######## llc_lookup_ctrl_flat ########
**llc_lookup_ctrl_flat: track usage over the die**

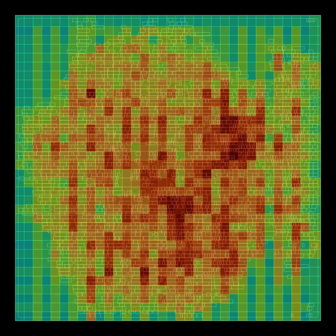

File: config.mk
export PLATFORM = sky130hd
export DESIGN_NAME = llc_lookup_ctrl_flat
export DESIGN_NICKNAME = d
export VERILOG_FILES = /design/src/rtl/llc_lookup_ctrl_pkg.sv /design/src/rtl/llc_lookup_ctrl_if.sv /design/src/rtl/llc_lookup_ctrl_plru4.sv /design/src/rtl/llc_lookup_ctrl.sv /design/src/flat_wrapper.sv
export SDC_FILE = /design/constraint.sdc
export NUM_CORES = 1
export LEC_CHECK = 0
export CORE_MARGIN = 2
export CORE_UTILIZATION = 50
export DETAILED_ROUTE_END_ITERATION = 10
export HOLD_SLACK_MARGIN = 0.03
export PLACE_DENSITY = 0.82
export SLEW_MARGIN = 15
export SYNTH_ARGS = -nofsm -noshare
export SYNTH_HDL_FRONTEND = slang
export SYNTH_SLANG_ARGS = --single-unit
File: constraint.sdc
create_clock -name clk -period 19.96 [get_ports clk]
set_input_delay 3.992 -clock clk [delete_from_list [all_inputs] [get_ports clk]]
set_output_delay 3.992 -clock clk [all_outputs]
set_load 0.02 [all_outputs]
File: src/rtl/llc_lookup_ctrl_pkg.sv
// Shared types, geometry constants and address helpers for the
// last-level cache lookup controller (4-way, 4 sets, 64 B lines).
package llc_lookup_ctrl_pkg;

  localparam int ADDR_SIZE  = 32;
  localparam int ASSOC      = 4;
  localparam int INDEX      = 4;
  localparam int INDEX_BITS = 2;
  localparam int BYTE_BITS  = 6;
  localparam int TAG_BITS   = 24;
  localparam int LRU_BITS   = 3;
  localparam int WAY_BITS   = 2;
  localparam int CNT_W      = 32;

  localparam logic [1:0] RESULT_HIT  = 2'd1;
  localparam logic [1:0] RESULT_MISS = 2'd2;

  typedef enum logic [2:0] {
    IDLE,
    LOOKUP,
    WB,
    FILL,
    RESP
  } ctrlState_e;

  typedef struct packed {
    logic [TAG_BITS-1:0] tag;
    logic                valid;
    logic                dirty;
  } lineState_t;

  function automatic logic [TAG_BITS-1:0] addrTag(input logic [ADDR_SIZE-1:0] addr);
    return addr[ADDR_SIZE-1 -: TAG_BITS];
  endfunction

  function automatic logic [INDEX_BITS-1:0] addrIndex(input logic [ADDR_SIZE-1:0] addr);
    return addr[BYTE_BITS +: INDEX_BITS];
  endfunction

  function automatic logic [ADDR_SIZE-1:0] lineAddr(input logic [TAG_BITS-1:0]   tag,
                                                    input logic [INDEX_BITS-1:0] index);
    return {tag, index, {BYTE_BITS{1'b0}}};
  endfunction

endpackage

File: src/rtl/llc_lookup_ctrl_if.sv
// Request, response and memory-side handshake bundle of the cache controller.
// The slave view is the controller itself; the master view is its environment
// (request source, result consumer and memory model).
interface llc_lookup_ctrl_if;
  import llc_lookup_ctrl_pkg::*;

  logic                 req_valid;
  logic                 req_ready;
  logic [ADDR_SIZE-1:0] req_addr;
  logic                 req_we;

  logic                 rsp_valid;
  logic                 rsp_ready;
  logic [1:0]           rsp_result;
  logic [WAY_BITS-1:0]  rsp_way;
  logic                 rsp_evict;

  logic                 mem_wb_valid;
  logic                 mem_wb_ready;
  logic [ADDR_SIZE-1:0] mem_wb_addr;
  logic                 mem_rd_valid;
  logic                 mem_rd_ready;
  logic [ADDR_SIZE-1:0] mem_rd_addr;

  logic [CNT_W-1:0]     hit_count;
  logic [CNT_W-1:0]     miss_count;

  modport slave (
    input  req_valid, req_addr, req_we, rsp_ready, mem_wb_ready, mem_rd_ready,
    output req_ready, rsp_valid, rsp_result, rsp_way, rsp_evict,
           mem_wb_valid, mem_wb_addr, mem_rd_valid, mem_rd_addr,
           hit_count, miss_count
  );

  modport master (
    output req_valid, req_addr, req_we, rsp_ready, mem_wb_ready, mem_rd_ready,
    input  req_ready, rsp_valid, rsp_result, rsp_way, rsp_evict,
           mem_wb_valid, mem_wb_addr, mem_rd_valid, mem_rd_addr,
           hit_count, miss_count
  );

endinterface

File: src/rtl/llc_lookup_ctrl_plru4.sv
// Tree pseudo-LRU for one 4-way set: picks the victim from the current bits
// and computes the bits after an access. Bit 0 chooses the way pair, bit 1
// chooses within ways {0,1}, bit 2 within ways {2,3}.
module llc_plru4
  import llc_lookup_ctrl_pkg::*;
(
  input  logic [LRU_BITS-1:0] plruBits_i,
  input  logic [WAY_BITS-1:0] accessWay_i,
  output logic [WAY_BITS-1:0] victimWay_o,
  output logic [LRU_BITS-1:0] plruNext_o
);

  // Follow the tree bits down to the least recently used way.
  always_comb begin
    victimWay_o = 2'd0;
    if (!plruBits_i[0]) begin
      victimWay_o = plruBits_i[1] ? 2'd1 : 2'd0;
    end else begin
      victimWay_o = plruBits_i[2] ? 2'd3 : 2'd2;
    end
  end

  // Point the tree away from the accessed way; the other pair's bit is untouched.
  always_comb begin
    plruNext_o = plruBits_i;
    case (accessWay_i)
      2'd0: begin plruNext_o[0] = 1'b1; plruNext_o[1] = 1'b1; end
      2'd1: begin plruNext_o[0] = 1'b1; plruNext_o[1] = 1'b0; end
      2'd2: begin plruNext_o[0] = 1'b0; plruNext_o[2] = 1'b1; end
      2'd3: begin plruNext_o[0] = 1'b0; plruNext_o[2] = 1'b0; end
    endcase
  end

endmodule

File: src/rtl/llc_lookup_ctrl.sv
// Cache lookup sequencer: accepts one request, looks it up in the tag store,
// writes back a dirty victim and fills the line on a miss, then reports
// HIT/MISS and keeps running hit/miss totals.
module llc_lookup_ctrl
  import llc_lookup_ctrl_pkg::*;
(
  input  logic             clk,
  input  logic             rst,
  llc_lookup_ctrl_if.slave bus
);

  ctrlState_e           state_q, state_d;
  logic [TAG_BITS-1:0]  reqTag_q;
  logic [INDEX_BITS-1:0] reqIndex_q;
  logic                 reqWe_q;
  lineState_t           lines_q [INDEX][ASSOC];
  logic [LRU_BITS-1:0]  plru_q [INDEX];
  logic [WAY_BITS-1:0]  way_q;
  logic [1:0]           result_q;
  logic                 evict_q;
  logic [ADDR_SIZE-1:0] wbAddr_q;
  logic [CNT_W-1:0]     hitCount_q;
  logic [CNT_W-1:0]     missCount_q;

  logic                 lookupHit;
  logic [WAY_BITS-1:0]  hitWay;
  logic                 invalidFound;
  logic [WAY_BITS-1:0]  invalidWay;
  logic [WAY_BITS-1:0]  missWay;
  logic                 victimDirty;
  logic [WAY_BITS-1:0]  plruVictim;
  logic [WAY_BITS-1:0]  plruAccessWay;
  logic [LRU_BITS-1:0]  plruNext;

  // A hit touches the hit way during LOOKUP; a fill touches the chosen victim.
  assign plruAccessWay = (state_q == LOOKUP) ? hitWay : way_q;

  llc_plru4 uPlru (
    .plruBits_i  (plru_q[reqIndex_q]),
    .accessWay_i (plruAccessWay),
    .victimWay_o (plruVictim),
    .plruNext_o  (plruNext)
  );

  // Tag compare across the set plus victim choice: an empty way beats PLRU.
  always_comb begin
    lookupHit    = 1'b0;
    hitWay       = '0;
    invalidFound = 1'b0;
    invalidWay   = '0;
    for (int w = 0; w < ASSOC; w++) begin
      if (lines_q[reqIndex_q][w].valid && (lines_q[reqIndex_q][w].tag == reqTag_q)) begin
        lookupHit = 1'b1;
        hitWay    = WAY_BITS'(w);
      end
    end
    for (int w = ASSOC - 1; w >= 0; w--) begin
      if (!lines_q[reqIndex_q][w].valid) begin
        invalidFound = 1'b1;
        invalidWay   = WAY_BITS'(w);
      end
    end
    missWay     = invalidFound ? invalidWay : plruVictim;
    victimDirty = lines_q[reqIndex_q][missWay].valid && lines_q[reqIndex_q][missWay].dirty;
  end

  // Control state register; reset drops any in-flight memory handshake.
  always_ff @(posedge clk or posedge rst) begin
    if (rst) begin
      state_q <= IDLE;
    end else begin
      state_q <= state_d;
    end
  end

  // Next-state sequencing driven by the handshake on each phase.
  always_comb begin
    state_d = state_q;
    case (state_q)
      IDLE:    if (bus.req_valid) state_d = LOOKUP;
      LOOKUP: begin
        if (lookupHit)        state_d = RESP;
        else if (victimDirty) state_d = WB;
        else                  state_d = FILL;
      end
      WB:      if (bus.mem_wb_ready) state_d = FILL;
      FILL:    if (bus.mem_rd_ready) state_d = RESP;
      RESP:    if (bus.rsp_ready)    state_d = IDLE;
      default: state_d = IDLE;
    endcase
  end

  // Request latch, tag store, PLRU, response fields and statistics.
  always_ff @(posedge clk or posedge rst) begin
    if (rst) begin
      reqTag_q    <= '0;
      reqIndex_q  <= '0;
      reqWe_q     <= 1'b0;
      way_q       <= '0;
      result_q    <= '0;
      evict_q     <= 1'b0;
      wbAddr_q    <= '0;
      hitCount_q  <= '0;
      missCount_q <= '0;
      for (int s = 0; s < INDEX; s++) begin
        plru_q[s] <= '0;
        for (int w = 0; w < ASSOC; w++) begin
          lines_q[s][w] <= '0;
        end
      end
    end else begin
      case (state_q)
        IDLE: begin
          if (bus.req_valid) begin
            reqTag_q   <= addrTag(bus.req_addr);
            reqIndex_q <= addrIndex(bus.req_addr);
            reqWe_q    <= bus.req_we;
          end
        end
        LOOKUP: begin
          if (lookupHit) begin
            way_q              <= hitWay;
            result_q           <= RESULT_HIT;
            evict_q            <= 1'b0;
            plru_q[reqIndex_q] <= plruNext;
            if (reqWe_q) begin
              lines_q[reqIndex_q][hitWay].dirty <= 1'b1;
            end
          end else begin
            way_q    <= missWay;
            result_q <= RESULT_MISS;
            evict_q  <= victimDirty;
            wbAddr_q <= lineAddr(lines_q[reqIndex_q][missWay].tag, reqIndex_q);
          end
        end
        FILL: begin
          if (bus.mem_rd_ready) begin
            lines_q[reqIndex_q][way_q] <= '{tag: reqTag_q, valid: 1'b1, dirty: reqWe_q};
            plru_q[reqIndex_q]         <= plruNext;
          end
        end
        RESP: begin
          if (bus.rsp_ready) begin
            if (result_q == RESULT_HIT) hitCount_q  <= hitCount_q + CNT_W'(1);
            else                        missCount_q <= missCount_q + CNT_W'(1);
          end
        end
        default: ;
      endcase
    end
  end

  assign bus.req_ready    = (state_q == IDLE);
  assign bus.rsp_valid    = (state_q == RESP);
  assign bus.rsp_result   = result_q;
  assign bus.rsp_way      = way_q;
  assign bus.rsp_evict    = evict_q;
  assign bus.mem_wb_valid = (state_q == WB);
  assign bus.mem_wb_addr  = wbAddr_q;
  assign bus.mem_rd_valid = (state_q == FILL);
  assign bus.mem_rd_addr  = lineAddr(reqTag_q, reqIndex_q);
  assign bus.hit_count    = hitCount_q;
  assign bus.miss_count   = missCount_q;

endmodule
File: src/flat_wrapper.sv
// flat-port wrapper written by rule: the top's interface ports become plain ports
module llc_lookup_ctrl_flat import llc_lookup_ctrl_pkg::*;
  (clk, rst, bus_req_valid, bus_req_addr, bus_req_we, bus_rsp_ready, bus_mem_wb_ready, bus_mem_rd_ready, bus_req_ready, bus_rsp_valid, bus_rsp_result, bus_rsp_way, bus_rsp_evict, bus_mem_wb_valid, bus_mem_wb_addr, bus_mem_rd_valid, bus_mem_rd_addr, bus_hit_count, bus_miss_count);
  llc_lookup_ctrl_if bus_i ();
  input  logic clk;
  input  logic rst;
  input wire logic [$bits(bus_i.req_valid)-1:0] bus_req_valid;
  input wire logic [$bits(bus_i.req_addr)-1:0] bus_req_addr;
  input wire logic [$bits(bus_i.req_we)-1:0] bus_req_we;
  input wire logic [$bits(bus_i.rsp_ready)-1:0] bus_rsp_ready;
  input wire logic [$bits(bus_i.mem_wb_ready)-1:0] bus_mem_wb_ready;
  input wire logic [$bits(bus_i.mem_rd_ready)-1:0] bus_mem_rd_ready;
  output wire logic [$bits(bus_i.req_ready)-1:0] bus_req_ready;
  output wire logic [$bits(bus_i.rsp_valid)-1:0] bus_rsp_valid;
  output wire logic [$bits(bus_i.rsp_result)-1:0] bus_rsp_result;
  output wire logic [$bits(bus_i.rsp_way)-1:0] bus_rsp_way;
  output wire logic [$bits(bus_i.rsp_evict)-1:0] bus_rsp_evict;
  output wire logic [$bits(bus_i.mem_wb_valid)-1:0] bus_mem_wb_valid;
  output wire logic [$bits(bus_i.mem_wb_addr)-1:0] bus_mem_wb_addr;
  output wire logic [$bits(bus_i.mem_rd_valid)-1:0] bus_mem_rd_valid;
  output wire logic [$bits(bus_i.mem_rd_addr)-1:0] bus_mem_rd_addr;
  output wire logic [$bits(bus_i.hit_count)-1:0] bus_hit_count;
  output wire logic [$bits(bus_i.miss_count)-1:0] bus_miss_count;
  assign bus_i.req_valid = bus_req_valid;
  assign bus_i.req_addr = bus_req_addr;
  assign bus_i.req_we = bus_req_we;
  assign bus_i.rsp_ready = bus_rsp_ready;
  assign bus_i.mem_wb_ready = bus_mem_wb_ready;
  assign bus_i.mem_rd_ready = bus_mem_rd_ready;
  assign bus_req_ready = bus_i.req_ready;
  assign bus_rsp_valid = bus_i.rsp_valid;
  assign bus_rsp_result = bus_i.rsp_result;
  assign bus_rsp_way = bus_i.rsp_way;
  assign bus_rsp_evict = bus_i.rsp_evict;
  assign bus_mem_wb_valid = bus_i.mem_wb_valid;
  assign bus_mem_wb_addr = bus_i.mem_wb_addr;
  assign bus_mem_rd_valid = bus_i.mem_rd_valid;
  assign bus_mem_rd_addr = bus_i.mem_rd_addr;
  assign bus_hit_count = bus_i.hit_count;
  assign bus_miss_count = bus_i.miss_count;
  llc_lookup_ctrl u_core (.clk(clk), .rst(rst), .bus(bus_i));
endmodule
######## ritc_storage_readout ########
==> src/rtl/ritc_storage_readout.sv <==
// Capture-and-readout initiator for the RITC sample-storage bus: clear, trig, wait for done,
// then stream every sample's 32-bit slices on valid/ready. Optional header word: RDOUT_HEADER_EN.
module ritc_storage_readout #(
   parameter int unsigned DEPTH          = 512,
   parameter int unsigned NUM_SLICES     = 3,
   parameter int unsigned RD_LAT         = 2,
   parameter int unsigned TIMEOUT_CYCLES = 65535
) (
   input  logic        user_clk_i,
   input  logic        rst_i,
   input  logic        start_i,
   output logic        busy_o,
   output logic        timeout_o,
   output logic        trig_o,
   output logic        clear_o,
   input  logic        done_i,
   input  logic        sync_latch_i,
   output logic [10:0] stor_addr_o,
   output logic        stor_sel_o,
   output logic        stor_wr_o,
   output logic        stor_rd_o,
   input  logic [31:0] stor_dat_i,
   output logic [31:0] m_dat_o,
   output logic        m_valid_o,
   input  logic        m_ready_i,
   output logic        m_last_o
);

   localparam int unsigned CntW = $clog2(TIMEOUT_CYCLES + 1);
   localparam int unsigned LatW = (RD_LAT > 1) ? $clog2(RD_LAT) : 1;

   typedef enum logic [3:0] {
      StIdle,
      StClr,
      StTrg,
      StWaitLo,
      StWaitHi,
`ifdef RDOUT_HEADER_EN
      StHdr,
`endif
      StSeek,
      StLat,
      StSlice,
      StEmit,
      StDone
   } state_e;

   state_e            state_q;
   logic [9:0]        sample_q;
   logic [1:0]        slice_q;
   logic [CntW-1:0]   wait_cnt_q;
   logic [LatW-1:0]   lat_cnt_q;

   assign stor_rd_o = 1'b0;

`ifndef RDOUT_HEADER_EN
   logic unused_sync;
   assign unused_sync = sync_latch_i;
`endif

   always_ff @(posedge user_clk_i) begin
      if (rst_i) begin
         state_q     <= StIdle;
         sample_q    <= '0;
         slice_q     <= '0;
         wait_cnt_q  <= '0;
         lat_cnt_q   <= '0;
         busy_o      <= 1'b0;
         timeout_o   <= 1'b0;
         trig_o      <= 1'b0;
         clear_o     <= 1'b0;
         stor_addr_o <= '0;
         stor_sel_o  <= 1'b0;
         stor_wr_o   <= 1'b0;
         m_dat_o     <= '0;
         m_valid_o   <= 1'b0;
         m_last_o    <= 1'b0;
      end else begin
         case (state_q)
            StIdle: begin
               if (start_i) begin
                  busy_o    <= 1'b1;
                  timeout_o <= 1'b0;
                  sample_q  <= '0;
                  slice_q   <= '0;
                  clear_o   <= 1'b1;
                  state_q   <= StClr;
               end
            end
            StClr: begin
               clear_o <= 1'b0;
               trig_o  <= 1'b1;
               state_q <= StTrg;
            end
            StTrg: begin
               trig_o     <= 1'b0;
               wait_cnt_q <= '0;
               state_q    <= StWaitLo;
            end
            // done_i may still show the previous capture until the storage flag resyncs
            StWaitLo: begin
               if (!done_i) begin
                  wait_cnt_q <= '0;
                  state_q    <= StWaitHi;
               end else if (wait_cnt_q == CntW'(TIMEOUT_CYCLES - 1)) begin
                  timeout_o <= 1'b1;
                  busy_o    <= 1'b0;
                  state_q   <= StIdle;
               end else begin
                  wait_cnt_q <= wait_cnt_q + 1'b1;
               end
            end
            StWaitHi: begin
               if (done_i) begin
`ifdef RDOUT_HEADER_EN
                  m_dat_o   <= {16'hB1C5, 7'd0, sync_latch_i, 8'(NUM_SLICES - 1)};
                  m_valid_o <= 1'b1;
                  m_last_o  <= 1'b0;
                  state_q   <= StHdr;
`else
                  stor_sel_o  <= 1'b1;
                  stor_wr_o   <= 1'b1;
                  stor_addr_o <= {2'd0, sample_q[8:0]};
                  state_q     <= StSeek;
`endif
               end else if (wait_cnt_q == CntW'(TIMEOUT_CYCLES - 1)) begin
                  timeout_o <= 1'b1;
                  busy_o    <= 1'b0;
                  state_q   <= StIdle;
               end else begin
                  wait_cnt_q <= wait_cnt_q + 1'b1;
               end
            end
`ifdef RDOUT_HEADER_EN
            StHdr: begin
               if (m_ready_i) begin
                  m_valid_o   <= 1'b0;
                  stor_sel_o  <= 1'b1;
                  stor_wr_o   <= 1'b1;
                  stor_addr_o <= {2'd0, sample_q[8:0]};
                  state_q     <= StSeek;
               end
            end
`endif
            StSeek: begin
               stor_sel_o <= 1'b0;
               stor_wr_o  <= 1'b0;
               lat_cnt_q  <= '0;
               state_q    <= StLat;
            end
            StLat: begin
               if (lat_cnt_q == LatW'(RD_LAT - 1)) begin
                  stor_addr_o[10:9] <= slice_q;
                  state_q           <= StSlice;
               end else begin
                  lat_cnt_q <= lat_cnt_q + 1'b1;
               end
            end
            // stor_dat_i is a combinational mux of addr[10:9], so it is valid this cycle
            StSlice: begin
               m_dat_o   <= stor_dat_i;
               m_valid_o <= 1'b1;
               m_last_o  <= (sample_q == 10'(DEPTH - 1)) && (slice_q == 2'(NUM_SLICES - 1));
               state_q   <= StEmit;
            end
            StEmit: begin
               if (m_ready_i) begin
                  m_valid_o <= 1'b0;
                  m_last_o  <= 1'b0;
                  if (slice_q != 2'(NUM_SLICES - 1)) begin
                     slice_q           <= slice_q + 2'd1;
                     stor_addr_o[10:9] <= slice_q + 2'd1;
                     state_q           <= StSlice;
                  end else if (sample_q != 10'(DEPTH - 1)) begin
                     slice_q     <= '0;
                     sample_q    <= sample_q + 10'd1;
                     stor_sel_o  <= 1'b1;
                     stor_wr_o   <= 1'b1;
                     stor_addr_o <= {2'd0, sample_q[8:0] + 9'd1};
                     state_q     <= StSeek;
                  end else begin
                     busy_o  <= 1'b0;
                     state_q <= StDone;
                  end
               end
            end
            StDone: begin
               state_q <= StIdle;
            end
            default: begin
               state_q <= StIdle;
            end
         endcase
      end
   end

endmodule
==> config.mk <==
export PLATFORM = sky130hd
export DESIGN_NAME = ritc_storage_readout
export DESIGN_NICKNAME = d
export VERILOG_FILES = /design/src/rtl/ritc_storage_readout.sv
export SDC_FILE = /design/constraint.sdc
export NUM_CORES = 1
export LEC_CHECK = 0
export ABC_AREA = 1
export CAP_MARGIN = 5
export CORE_MARGIN = 1
export CORE_UTILIZATION = 50
export CTS_CLUSTER_DIAMETER = 200
export CTS_CLUSTER_SIZE = 28
export DETAILED_ROUTE_END_ITERATION = 12
export HOLD_SLACK_MARGIN = 0.05
export PLACE_DENSITY = 0.8
export SLEW_MARGIN = 10
export SYNTH_ARGS = -nofsm -noshare
export SYNTH_HDL_FRONTEND = slang
export SYNTH_SLANG_ARGS = --single-unit
==> constraint.sdc <==
create_clock -name user_clk_i -period 1.7 [get_ports user_clk_i]
set_input_delay 0.34 -clock user_clk_i [delete_from_list [all_inputs] [get_ports user_clk_i]]
set_output_delay 0.34 -clock user_clk_i [all_outputs]
set_load 0.02 [all_outputs]
######## dds_sweep_ctrl_flat ########
`config.mk`:
```
export PLATFORM = sky130hd
export DESIGN_NAME = dds_sweep_ctrl_flat
export DESIGN_NICKNAME = d
export VERILOG_FILES = /design/src/rtl/dds_sweep_ctrl_if.sv /design/src/rtl/dds_sweep_ctrl.sv /design/src/flat_wrapper.sv
export SDC_FILE = /design/constraint.sdc
export NUM_CORES = 1
export LEC_CHECK = 0
export ABC_AREA = 1
export CORE_AREA = 2 2 204 206
export DETAILED_ROUTE_END_ITERATION = 8
export DIE_AREA = 0 0 206 208
export PLACE_DENSITY = 0.82
export SYNTH_ARGS = -nofsm -noshare
export SYNTH_HDL_FRONTEND = slang
export SYNTH_SLANG_ARGS = --single-unit
```
`constraint.sdc`:
```
create_clock -name clk -period 11.7 [get_ports clk]
set_clock_uncertainty 0.2 [all_clocks]
set_input_delay 2.34 -clock clk [delete_from_list [all_inputs] [get_ports clk]]
set_output_delay 2.34 -clock clk [all_outputs]
set_load 0.01 [all_outputs]
```
`src/rtl/dds_sweep_ctrl_if.sv`:
```
`default_nettype none
// ============================================================================
// Module   : dds_sweep_ctrl_if
// Brief    : Register-bank <-> sweep sequencer bundle (config, strobes, status)
// Revision : 1.0 - initial release
// ============================================================================
interface dds_sweep_ctrl_if #(
    parameter int STEP_WIDTH  = 32,
    parameter int DWELL_WIDTH = 32,
    parameter int COUNT_WIDTH = 16
);
    logic [STEP_WIDTH-1:0]  start_step;
    logic [STEP_WIDTH-1:0]  stop_step;
    logic [STEP_WIDTH-1:0]  delta;
    logic [DWELL_WIDTH-1:0] dwell;
    logic [1:0]             mode;
    logic                   go;
    logic                   abort;

    logic [STEP_WIDTH-1:0]  step_out;
    logic                   busy;
    logic                   done;
    logic                   wrap;
    logic [COUNT_WIDTH-1:0] sweep_count;

    modport master (
        output start_step, stop_step, delta, dwell, mode, go, abort,
        input  step_out, busy, done, wrap, sweep_count
    );

    modport slave (
        input  start_step, stop_step, delta, dwell, mode, go, abort,
        output step_out, busy, done, wrap, sweep_count
    );
endinterface
`default_nettype wire

```
`src/rtl/dds_sweep_ctrl.sv`:
```
`default_nettype none
// ============================================================================
// Module   : dds_sweep_ctrl
// Brief    : DDS tuning-word sweep/hop sequencer (single, sawtooth, triangle).
//            Optional macro DDS_SWEEP_EXT_STEP_EN: dwell == 0 means advance on
//            an external ext_step pulse instead of a timed dwell.
// Revision : 1.0 - initial release
// ============================================================================
module dds_sweep_ctrl #(
    parameter int STEP_WIDTH  = 32,
    parameter int DWELL_WIDTH = 32,
    parameter int COUNT_WIDTH = 16
) (
    input wire              clk,
    input wire              reset,
`ifdef DDS_SWEEP_EXT_STEP_EN
    input wire              ext_step,
`endif
    dds_sweep_ctrl_if.slave bus
);

    typedef enum logic [1:0] {
        IDLE    = 2'd0,
        DWELL   = 2'd1,
        ADVANCE = 2'd2,
        DONE    = 2'd3
    } state_t;

    state_t                 r_state, w_state_nxt;
    logic [STEP_WIDTH-1:0]  r_cur, w_cur_nxt;
    logic [STEP_WIDTH-1:0]  r_start, w_start_nxt;
    logic [STEP_WIDTH-1:0]  r_stop, w_stop_nxt;
    logic [STEP_WIDTH-1:0]  r_orig_start, w_orig_start_nxt;
    logic [STEP_WIDTH-1:0]  r_delta, w_delta_nxt;
    logic [DWELL_WIDTH-1:0] r_dwell_ld, w_dwell_ld_nxt;
    logic [DWELL_WIDTH-1:0] r_cnt, w_cnt_nxt;
    logic [1:0]             r_mode, w_mode_nxt;
    logic                   r_up, w_up_nxt;
    logic                   r_busy, w_busy_nxt;
    logic                   r_done, w_done_nxt;
    logic                   r_wrap, w_wrap_nxt;
    logic [COUNT_WIDTH-1:0] r_count, w_count_nxt;
    logic                   w_expire;
    logic                   w_repeat;
    logic                   w_tri;

    // Clamped step toward tgt; the extra MSB catches carry/borrow.
    function automatic logic [STEP_WIDTH-1:0] f_advance(
        input logic [STEP_WIDTH-1:0] cur,
        input logic [STEP_WIDTH-1:0] tgt,
        input logic [STEP_WIDTH-1:0] dlt,
        input logic                  up
    );
        logic [STEP_WIDTH:0] sum;
        logic [STEP_WIDTH:0] diff;
        sum  = {1'b0, cur} + {1'b0, dlt};
        diff = {1'b0, cur} - {1'b0, dlt};
        if (dlt == '0)
            f_advance = tgt;
        else if (up)
            f_advance = (sum[STEP_WIDTH] || (sum[STEP_WIDTH-1:0] > tgt)) ? tgt : sum[STEP_WIDTH-1:0];
        else
            f_advance = (diff[STEP_WIDTH] || (diff[STEP_WIDTH-1:0] < tgt)) ? tgt : diff[STEP_WIDTH-1:0];
    endfunction

`ifdef DDS_SWEEP_EXT_STEP_EN
    logic r_ext, w_ext_nxt;
    assign w_expire = r_ext ? ext_step : (r_cnt == DWELL_WIDTH'(1));
`else
    assign w_expire = (r_cnt == DWELL_WIDTH'(1));
`endif

    assign w_repeat = (r_mode == 2'd1);
    assign w_tri    = (r_mode == 2'd2);

    always_comb begin
        w_state_nxt      = r_state;
        w_cur_nxt        = r_cur;
        w_start_nxt      = r_start;
        w_stop_nxt       = r_stop;
        w_orig_start_nxt = r_orig_start;
        w_delta_nxt      = r_delta;
        w_dwell_ld_nxt   = r_dwell_ld;
        w_cnt_nxt        = r_cnt;
        w_mode_nxt       = r_mode;
        w_up_nxt         = r_up;
        w_busy_nxt       = r_busy;
        w_done_nxt       = 1'b0;
        w_wrap_nxt       = 1'b0;
        w_count_nxt      = r_count;
`ifdef DDS_SWEEP_EXT_STEP_EN
        w_ext_nxt        = r_ext;
`endif

        case (r_state)
            IDLE, DONE: begin
                w_state_nxt = IDLE;
                w_busy_nxt  = 1'b0;
                if (bus.go && !bus.abort) begin
                    w_start_nxt      = bus.start_step;
                    w_orig_start_nxt = bus.start_step;
                    w_stop_nxt       = bus.stop_step;
                    w_delta_nxt      = bus.delta;
                    w_mode_nxt       = bus.mode;
                    w_up_nxt         = (bus.stop_step >= bus.start_step);
                    w_dwell_ld_nxt   = (bus.dwell == '0) ? DWELL_WIDTH'(1) : bus.dwell;
                    w_cnt_nxt        = (bus.dwell == '0) ? DWELL_WIDTH'(1) : bus.dwell;
                    w_cur_nxt        = bus.start_step;
                    w_busy_nxt       = 1'b1;
                    w_count_nxt      = '0;
                    w_state_nxt      = DWELL;
`ifdef DDS_SWEEP_EXT_STEP_EN
                    w_ext_nxt        = (bus.dwell == '0);
`endif
                end
            end

            // The advance is resolved on the last dwell cycle, so ADVANCE is
            // never held as a registered state and shares this branch.
            DWELL, ADVANCE: begin
                w_state_nxt = DWELL;
                if (bus.abort) begin
                    w_state_nxt = IDLE;
                    w_busy_nxt  = 1'b0;
                end else if (w_expire) begin
                    w_cnt_nxt = r_dwell_ld;
                    if (r_cur != r_stop) begin
                        w_cur_nxt = f_advance(r_cur, r_stop, r_delta, r_up);
                    end else if (w_tri) begin
                        w_start_nxt = r_stop;
                        w_stop_nxt  = r_start;
                        w_up_nxt    = !r_up;
                        w_cur_nxt   = f_advance(r_cur, r_start, r_delta, !r_up);
                        if (r_stop == r_orig_start) begin
                            w_wrap_nxt  = 1'b1;
                            w_count_nxt = r_count + COUNT_WIDTH'(1);
                        end
                    end else if (w_repeat) begin
                        w_cur_nxt   = r_orig_start;
                        w_wrap_nxt  = 1'b1;
                        w_count_nxt = r_count + COUNT_WIDTH'(1);
                    end else begin
                        w_state_nxt = DONE;
                        w_busy_nxt  = 1'b0;
                        w_done_nxt  = 1'b1;
                        w_count_nxt = r_count + COUNT_WIDTH'(1);
                    end
                end else begin
                    w_cnt_nxt = r_cnt - DWELL_WIDTH'(1);
                end
            end

            default: w_state_nxt = IDLE;
        endcase
    end

    always_ff @(posedge clk) begin
        if (!reset) begin
            r_state      <= IDLE;
            r_cur        <= '0;
            r_start      <= '0;
            r_stop       <= '0;
            r_orig_start <= '0;
            r_delta      <= '0;
            r_dwell_ld   <= '0;
            r_cnt        <= '0;
            r_mode       <= '0;
            r_up         <= 1'b0;
            r_busy       <= 1'b0;
            r_done       <= 1'b0;
            r_wrap       <= 1'b0;
            r_count      <= '0;
`ifdef DDS_SWEEP_EXT_STEP_EN
            r_ext        <= 1'b0;
`endif
        end else begin
            r_state      <= w_state_nxt;
            r_cur        <= w_cur_nxt;
            r_start      <= w_start_nxt;
            r_stop       <= w_stop_nxt;
            r_orig_start <= w_orig_start_nxt;
            r_delta      <= w_delta_nxt;
            r_dwell_ld   <= w_dwell_ld_nxt;
            r_cnt        <= w_cnt_nxt;
            r_mode       <= w_mode_nxt;
            r_up         <= w_up_nxt;
            r_busy       <= w_busy_nxt;
            r_done       <= w_done_nxt;
            r_wrap       <= w_wrap_nxt;
            r_count      <= w_count_nxt;
`ifdef DDS_SWEEP_EXT_STEP_EN
            r_ext        <= w_ext_nxt;
`endif
        end
    end

    assign bus.step_out    = r_cur;
    assign bus.busy        = r_busy;
    assign bus.done        = r_done;
    assign bus.wrap        = r_wrap;
    assign bus.sweep_count = r_count;

endmodule
`default_nettype wire

```
`src/flat_wrapper.sv`:
```
// flat-port wrapper written by rule: the top's interface ports become plain ports
module dds_sweep_ctrl_flat 
#(
    parameter int STEP_WIDTH  = 32,
    parameter int DWELL_WIDTH = 32,
    parameter int COUNT_WIDTH = 16
)
  (clk, reset, bus_start_step, bus_stop_step, bus_delta, bus_dwell, bus_mode, bus_go, bus_abort, bus_step_out, bus_busy, bus_done, bus_wrap, bus_sweep_count);
  dds_sweep_ctrl_if #(.STEP_WIDTH(STEP_WIDTH), .DWELL_WIDTH(DWELL_WIDTH), .COUNT_WIDTH(COUNT_WIDTH)) bus_i ();
  input wire clk;
  input wire reset;
  input wire logic [$bits(bus_i.start_step)-1:0] bus_start_step;
  input wire logic [$bits(bus_i.stop_step)-1:0] bus_stop_step;
  input wire logic [$bits(bus_i.delta)-1:0] bus_delta;
  input wire logic [$bits(bus_i.dwell)-1:0] bus_dwell;
  input wire logic [$bits(bus_i.mode)-1:0] bus_mode;
  input wire logic [$bits(bus_i.go)-1:0] bus_go;
  input wire logic [$bits(bus_i.abort)-1:0] bus_abort;
  output wire logic [$bits(bus_i.step_out)-1:0] bus_step_out;
  output wire logic [$bits(bus_i.busy)-1:0] bus_busy;
  output wire logic [$bits(bus_i.done)-1:0] bus_done;
  output wire logic [$bits(bus_i.wrap)-1:0] bus_wrap;
  output wire logic [$bits(bus_i.sweep_count)-1:0] bus_sweep_count;
  assign bus_i.start_step = bus_start_step;
  assign bus_i.stop_step = bus_stop_step;
  assign bus_i.delta = bus_delta;
  assign bus_i.dwell = bus_dwell;
  assign bus_i.mode = bus_mode;
  assign bus_i.go = bus_go;
  assign bus_i.abort = bus_abort;
  assign bus_step_out = bus_i.step_out;
  assign bus_busy = bus_i.busy;
  assign bus_done = bus_i.done;
  assign bus_wrap = bus_i.wrap;
  assign bus_sweep_count = bus_i.sweep_count;
  dds_sweep_ctrl #(.STEP_WIDTH(STEP_WIDTH), .DWELL_WIDTH(DWELL_WIDTH), .COUNT_WIDTH(COUNT_WIDTH)) u_core (.clk(clk), .reset(reset), .bus(bus_i));
endmodule
```

## Gallery

Pin placement.
Pins as bars across the die edge, other pins in grey.
shot_01.png
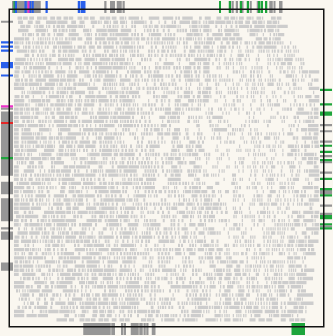
shot_02.png
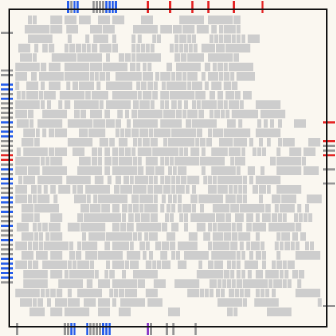
shot_03.png
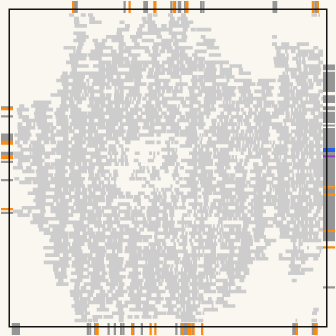
Of these, fewest pins: shot_02.png
- shot_03.png = llc_lookup_ctrl_flat
- shot_01.png = dds_sweep_ctrl_flat
- shot_02.png = ritc_storage_readout

**ritc_storage_readout: routed metal, one colour a layer**

Only two layers are drawn.
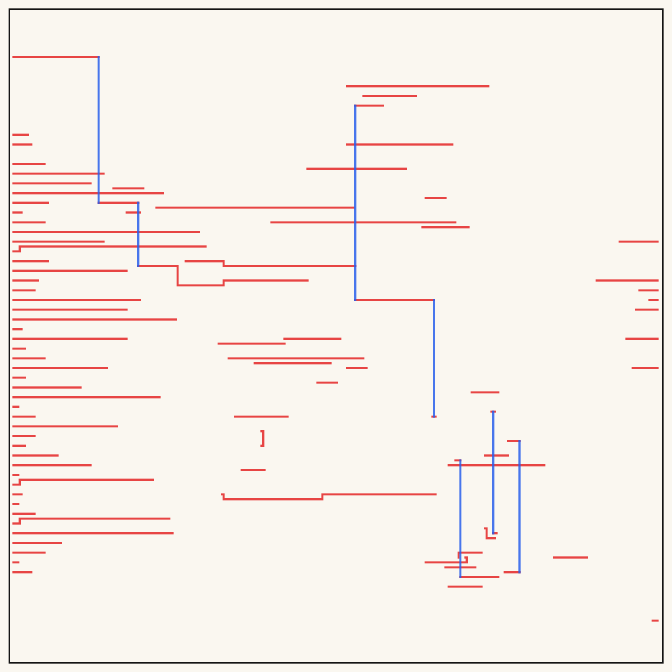
- metal 3: red (wire length 796 um)
- metal 4: blue (wire length 124 um)
via count: 4060
aggregate routed wire length: 9940 um
drt wl/cell: 12.4 um
GRT Util Overall: 0.236

==> impl_metrics.py, ritc_storage_readout <==
# Flow results
metrics = {
    "outcome": {
        "outcome": "finished, final reports clean",
    },
    "final_timing": {
        "drv_slew": 0,
        "hold_violations": 0,
        "fmax_mhz": 600,
        "whs_ns": 0.467,
    },
    "worst_setup_path": {
        "setup.worst_path.start_class": "flip-flop",
        "slowest_delay_ns": 0.63,
        "cp_slowest_cell": "clkdlybuf4s50_1",
        "crit_start": "m_last_o",
        "worst-path-stages": 1,
    },
    "cells_and_area": {
        "layout.cells.non_filler": 800,
        "flop_area_sq_um": 1670,
        "syn_to_final_growth_pct": 39.1,
        "logic_area_sq_um": 2100,
        "nNonClkInverters": 62,
        "comb_share": 0.379,
    },
    "cts": {
        "clk_pin_slew_worst_paths_ns": 0.09,
        "hold_buffers": 0,
    },
    "logic_synthesis": {
        "synthTopLogicFamily": "simple AND/OR/NAND/NOR gates",
        "ys_area_sq_um": 3980,
        "synth.area.mux_share": 0,
        "topCellsByArea": "dfxtp_1, nor2_1, nand2_1",
        "yosys_warnings": 0,
        "netlist_top_cells_count": "nor2_1, nand2_1, dfxtp_1",
    },
    "job": {
        "maxCapViolations": 0,
    },
    "global_route": {
        "grtUsageMet2": 0.420,
    },
    "placed_design": {
        "portBuffers": 87,
    },
    "die": {
        "die_area_sq_um": 8330,
    },
    "worst_hold_path": {
        "holdPathEnd": "trig_o",
    },
    "power_and_ir_drop": {
        "combPwrFrac": 0.174,
        "p_leak_nw": 2.42,
    },
}
## ritc_storage_readout: power groups by stage
| stage | Sequential [mW] | Combinational (mW) | Clock (mW) |
|---|---|---|---|
| finish | 2.08 | 0.749 | 1.47 |
| global route | 2.09 | 0.828 | 1.60 |
| CTS | 2.07 | 0.690 | 1.50 |
| detailed placement | 2.12 | 0.680 | 0 |
| global placement | 2.11 | 0.661 | 0 |
| floorplan | 2.13 | 0.404 | 0 |
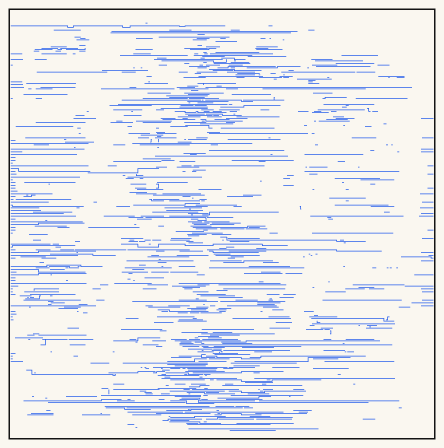
**Above:** dds_sweep_ctrl_flat (metal 3).
- share of all routed wire: 12%
- nets with wire on the layer: 507
- longest straight run: 103 um
aggregate routed wire length: 90100 um
GRT met3 Usage: 0.0872
via count: 27400

**dds_sweep_ctrl_flat: routed metal, one colour a layer**

Only two layers are drawn.
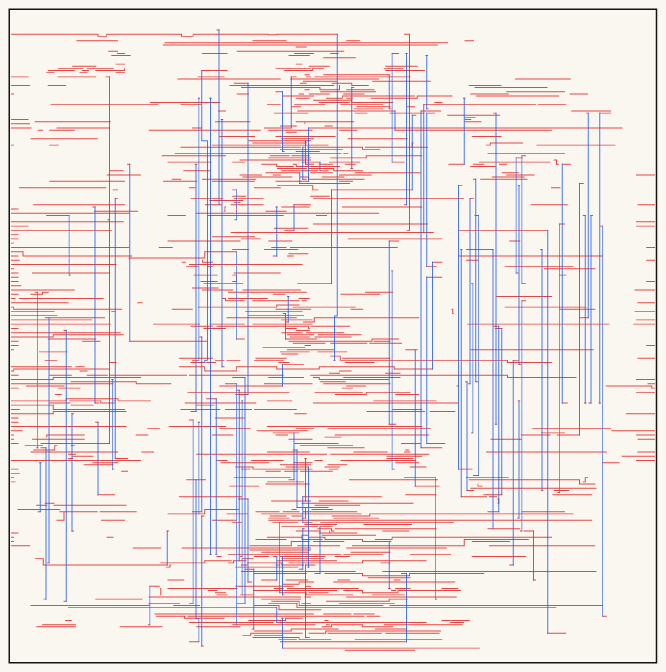
- metal 3: red (wire length 10500 um)
- metal 4: blue (wire length 5170 um)
GRT Util Overall: 0.408
drt wl/cell: 19.4 um

==> impl_metrics.py, dds_sweep_ctrl_flat <==
# Flow results
metrics = {
    "outcome": {
        "outcome": "finished, final reports clean",
    },
    "die": {
        "fp_util": 0.595,
        "die-height_um": 208,
    },
    "final_timing": {
        "min_period_ns": 6.01,
        "worst_pin_slew_ns": 1.29,
        "hold_violations": 0,
    },
    "cells_and_area": {
        "diodes": 0,
        "nClkBuffers": 44,
        "logic_gates": 3021,
        "flop_area_sq_um": 4950,
        "syn_to_final_growth_pct": 11.2,
    },
    "worst_setup_path": {
        "worst-path-stages": 26,
        "cp_top_family": "simple AND/OR/NAND/NOR gates",
        "cp_common_cell": "nand2_1",
        "cp_max_fo": 33,
        "setup.worst_path.start_class": "flip-flop",
    },
    "logic_synthesis": {
        "synthCells": 4053,
        "ys_cells": 4053,
        "ys_area_sq_um": 24100,
    },
    "global_route": {
        "top_usage_layer": "met2",
        "grt_first_pass_wirelength_um": 138000,
        "grtUsageMet1": 0.535,
        "grt-ovfl-total": 0,
    },
    "worst_hold_path": {
        "hp-start": "u_core.r_dwell_ld[14]",
    },
    "route": {
        "wl_met3_um": 10500,
    },
    "placed_design": {
        "dpl_cell_area_sq_um": 25900,
        "place_congestion": 1.07,
    },
    "cts": {
        "cts_num_sinks": 247,
        "hold_buffers": 0,
    },
    "power_and_ir_drop": {
        "power.total_mw": 3.71,
    },
}
[dds_sweep_ctrl_flat: where the power goes]
group	internal (mW)	switching, mW	leakage (nW)
clock	0.524	0.403	0.461
combinational	0.602	1.22	10.9
sequential	0.894	0.0641	2.02
[dds_sweep_ctrl_flat: cell families after synthesis]
kind of cell,share of synthesized area
xor gates and xnor gates,0.0381
AOI/OAI and AO/OA,0.162
buffers and inverters,0.130
and+or+nand+nor,0.345
adders and majority gates,0.119
DFF,0.205
**llc_lookup_ctrl_flat: metal 3**

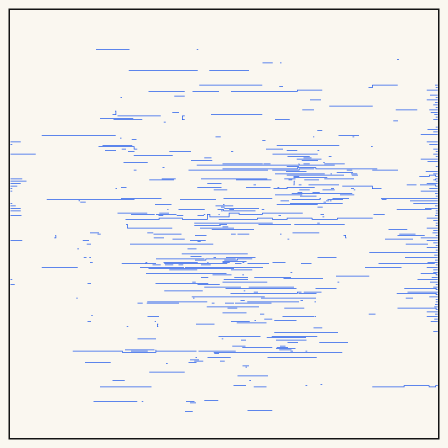
- wire length on this layer: 4710 um
- main direction: horizontal
via count: 18000
aggregate routed wire length: 71600 um

**llc_lookup_ctrl_flat: register map, names as in the netlist**

Other sequential cells in the stronger grey, the rest of the logic in the fainter grey.
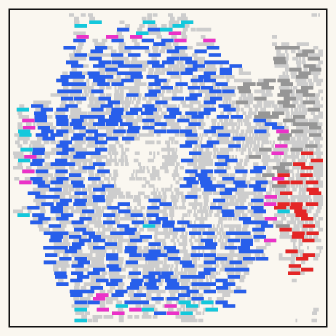
- u_core.bus.hit_count: red (flops 32)
- u_core.lines_q: blue (flops 416)
- u_core.reqTag_q: cyan (flops 24)
- u_core.bus.mem_wb_addr: magenta (flops 26; where all over the die)
- not coloured: 55
Util after Layout: 0.576
Seq/total area: 0.448

Notes on 'track usage over the die' of llc_lookup_ctrl_flat above:
met2 Track Usage GR: 0.419
GRT met3 Usage: 0.0462
Most Used Layer, Global Route: met2
met1 usage: 0.345
GRT Util Overall: 0.259

==> impl_metrics.py, llc_lookup_ctrl_flat <==
# Flow results
metrics = {
    "final_timing": {
        "finalSetupTns_ns": 0,
        "drv_slew": 0,
        "hold_violations": 0,
        "whs_ns": 0.463,
        "setup_slack_ns": 12.54,
        "rsz0062_at_grt": "no",
    },
    "route": {
        "wl_per_cell_um": 24.6,
        "drc": 0,
        "dr_wl_met2_um": 34100,
        "first_iter_violations": 1587,
    },
    "placed_design": {
        "dp_hpwl_um": 45600,
        "portBuffers": 157,
    },
    "worst_setup_path": {
        "crit_start": "rst",
        "critPathArrivalTime_ns": 7.99,
        "crit_path_end_kind": "asynchronous set/reset pin",
        "worstPathRequired_ns": 20.53,
    },
    "logic_synthesis": {
        "edf_count": 0,
        "yosys_warnings": 0,
        "synthCells": 2084,
        "netlist-cell-type-count": 78,
        "synth_flops": 553,
    },
    "power_and_ir_drop": {
        "top_power_group": "combinational cells",
        "ir_worst_vdd_mv": 0.0804,
        "p_sw_mw": 1.87,
        "power_density_nw_per_um2": 155,
        "clk-power_mw": 1.08,
    },
    "cts": {
        "hold_buffers": 0,
        "clkLatencyLatePin_ns": 0.61,
        "cts_made_buffers": 55,
    },
    "global_route": {
        "grt_max_degree": 192,
        "grt-ovfl-total": 0,
        "antenna_found_initial": 0,
        "grt_pass1_vias": 18500,
    },
    "job": {
        "warnings": 36,
        "maxCapViolations": 0,
    },
    "cells_and_area": {
        "logic_area_sq_um": 12300,
        "buffers": 195,
        "layout.cells.non_filler": 2913,
        "design_area_sq_um": 30900,
        "nNetsFinal": 2216,
    },
    "die": {
        "rows": 85,
        "io_pins": 176,
        "die_area_sq_um": 55800,
    },
    "worst_hold_path": {
        "holdPathEnd": "u_core.bus.hit_count[31]",
    },
    "outcome": {
        "outcome": "finished, final reports clean",
    },
}
## llc_lookup_ctrl_flat: critical path: stages
cell and delay, ns:
clkdlybuf4s50_1 0.49, inv_8 0.59, buf_4 0.90, buf_4 0.93, buf_4 0.91
## llc_lookup_ctrl_flat: logic make-up after synthesis
family | share of synthesized area
muxes | 0.281
xor gates and xnor gates | 0.0480
and+or+nand+nor | 0.0761
adders and majority gates | 0.000927
buffers and inverters | 0.0346
AOI/OAI and AO/OA | 0.0466
DFF | 0.513
other | 0.000139

Power and IR drop assume default switching activity.
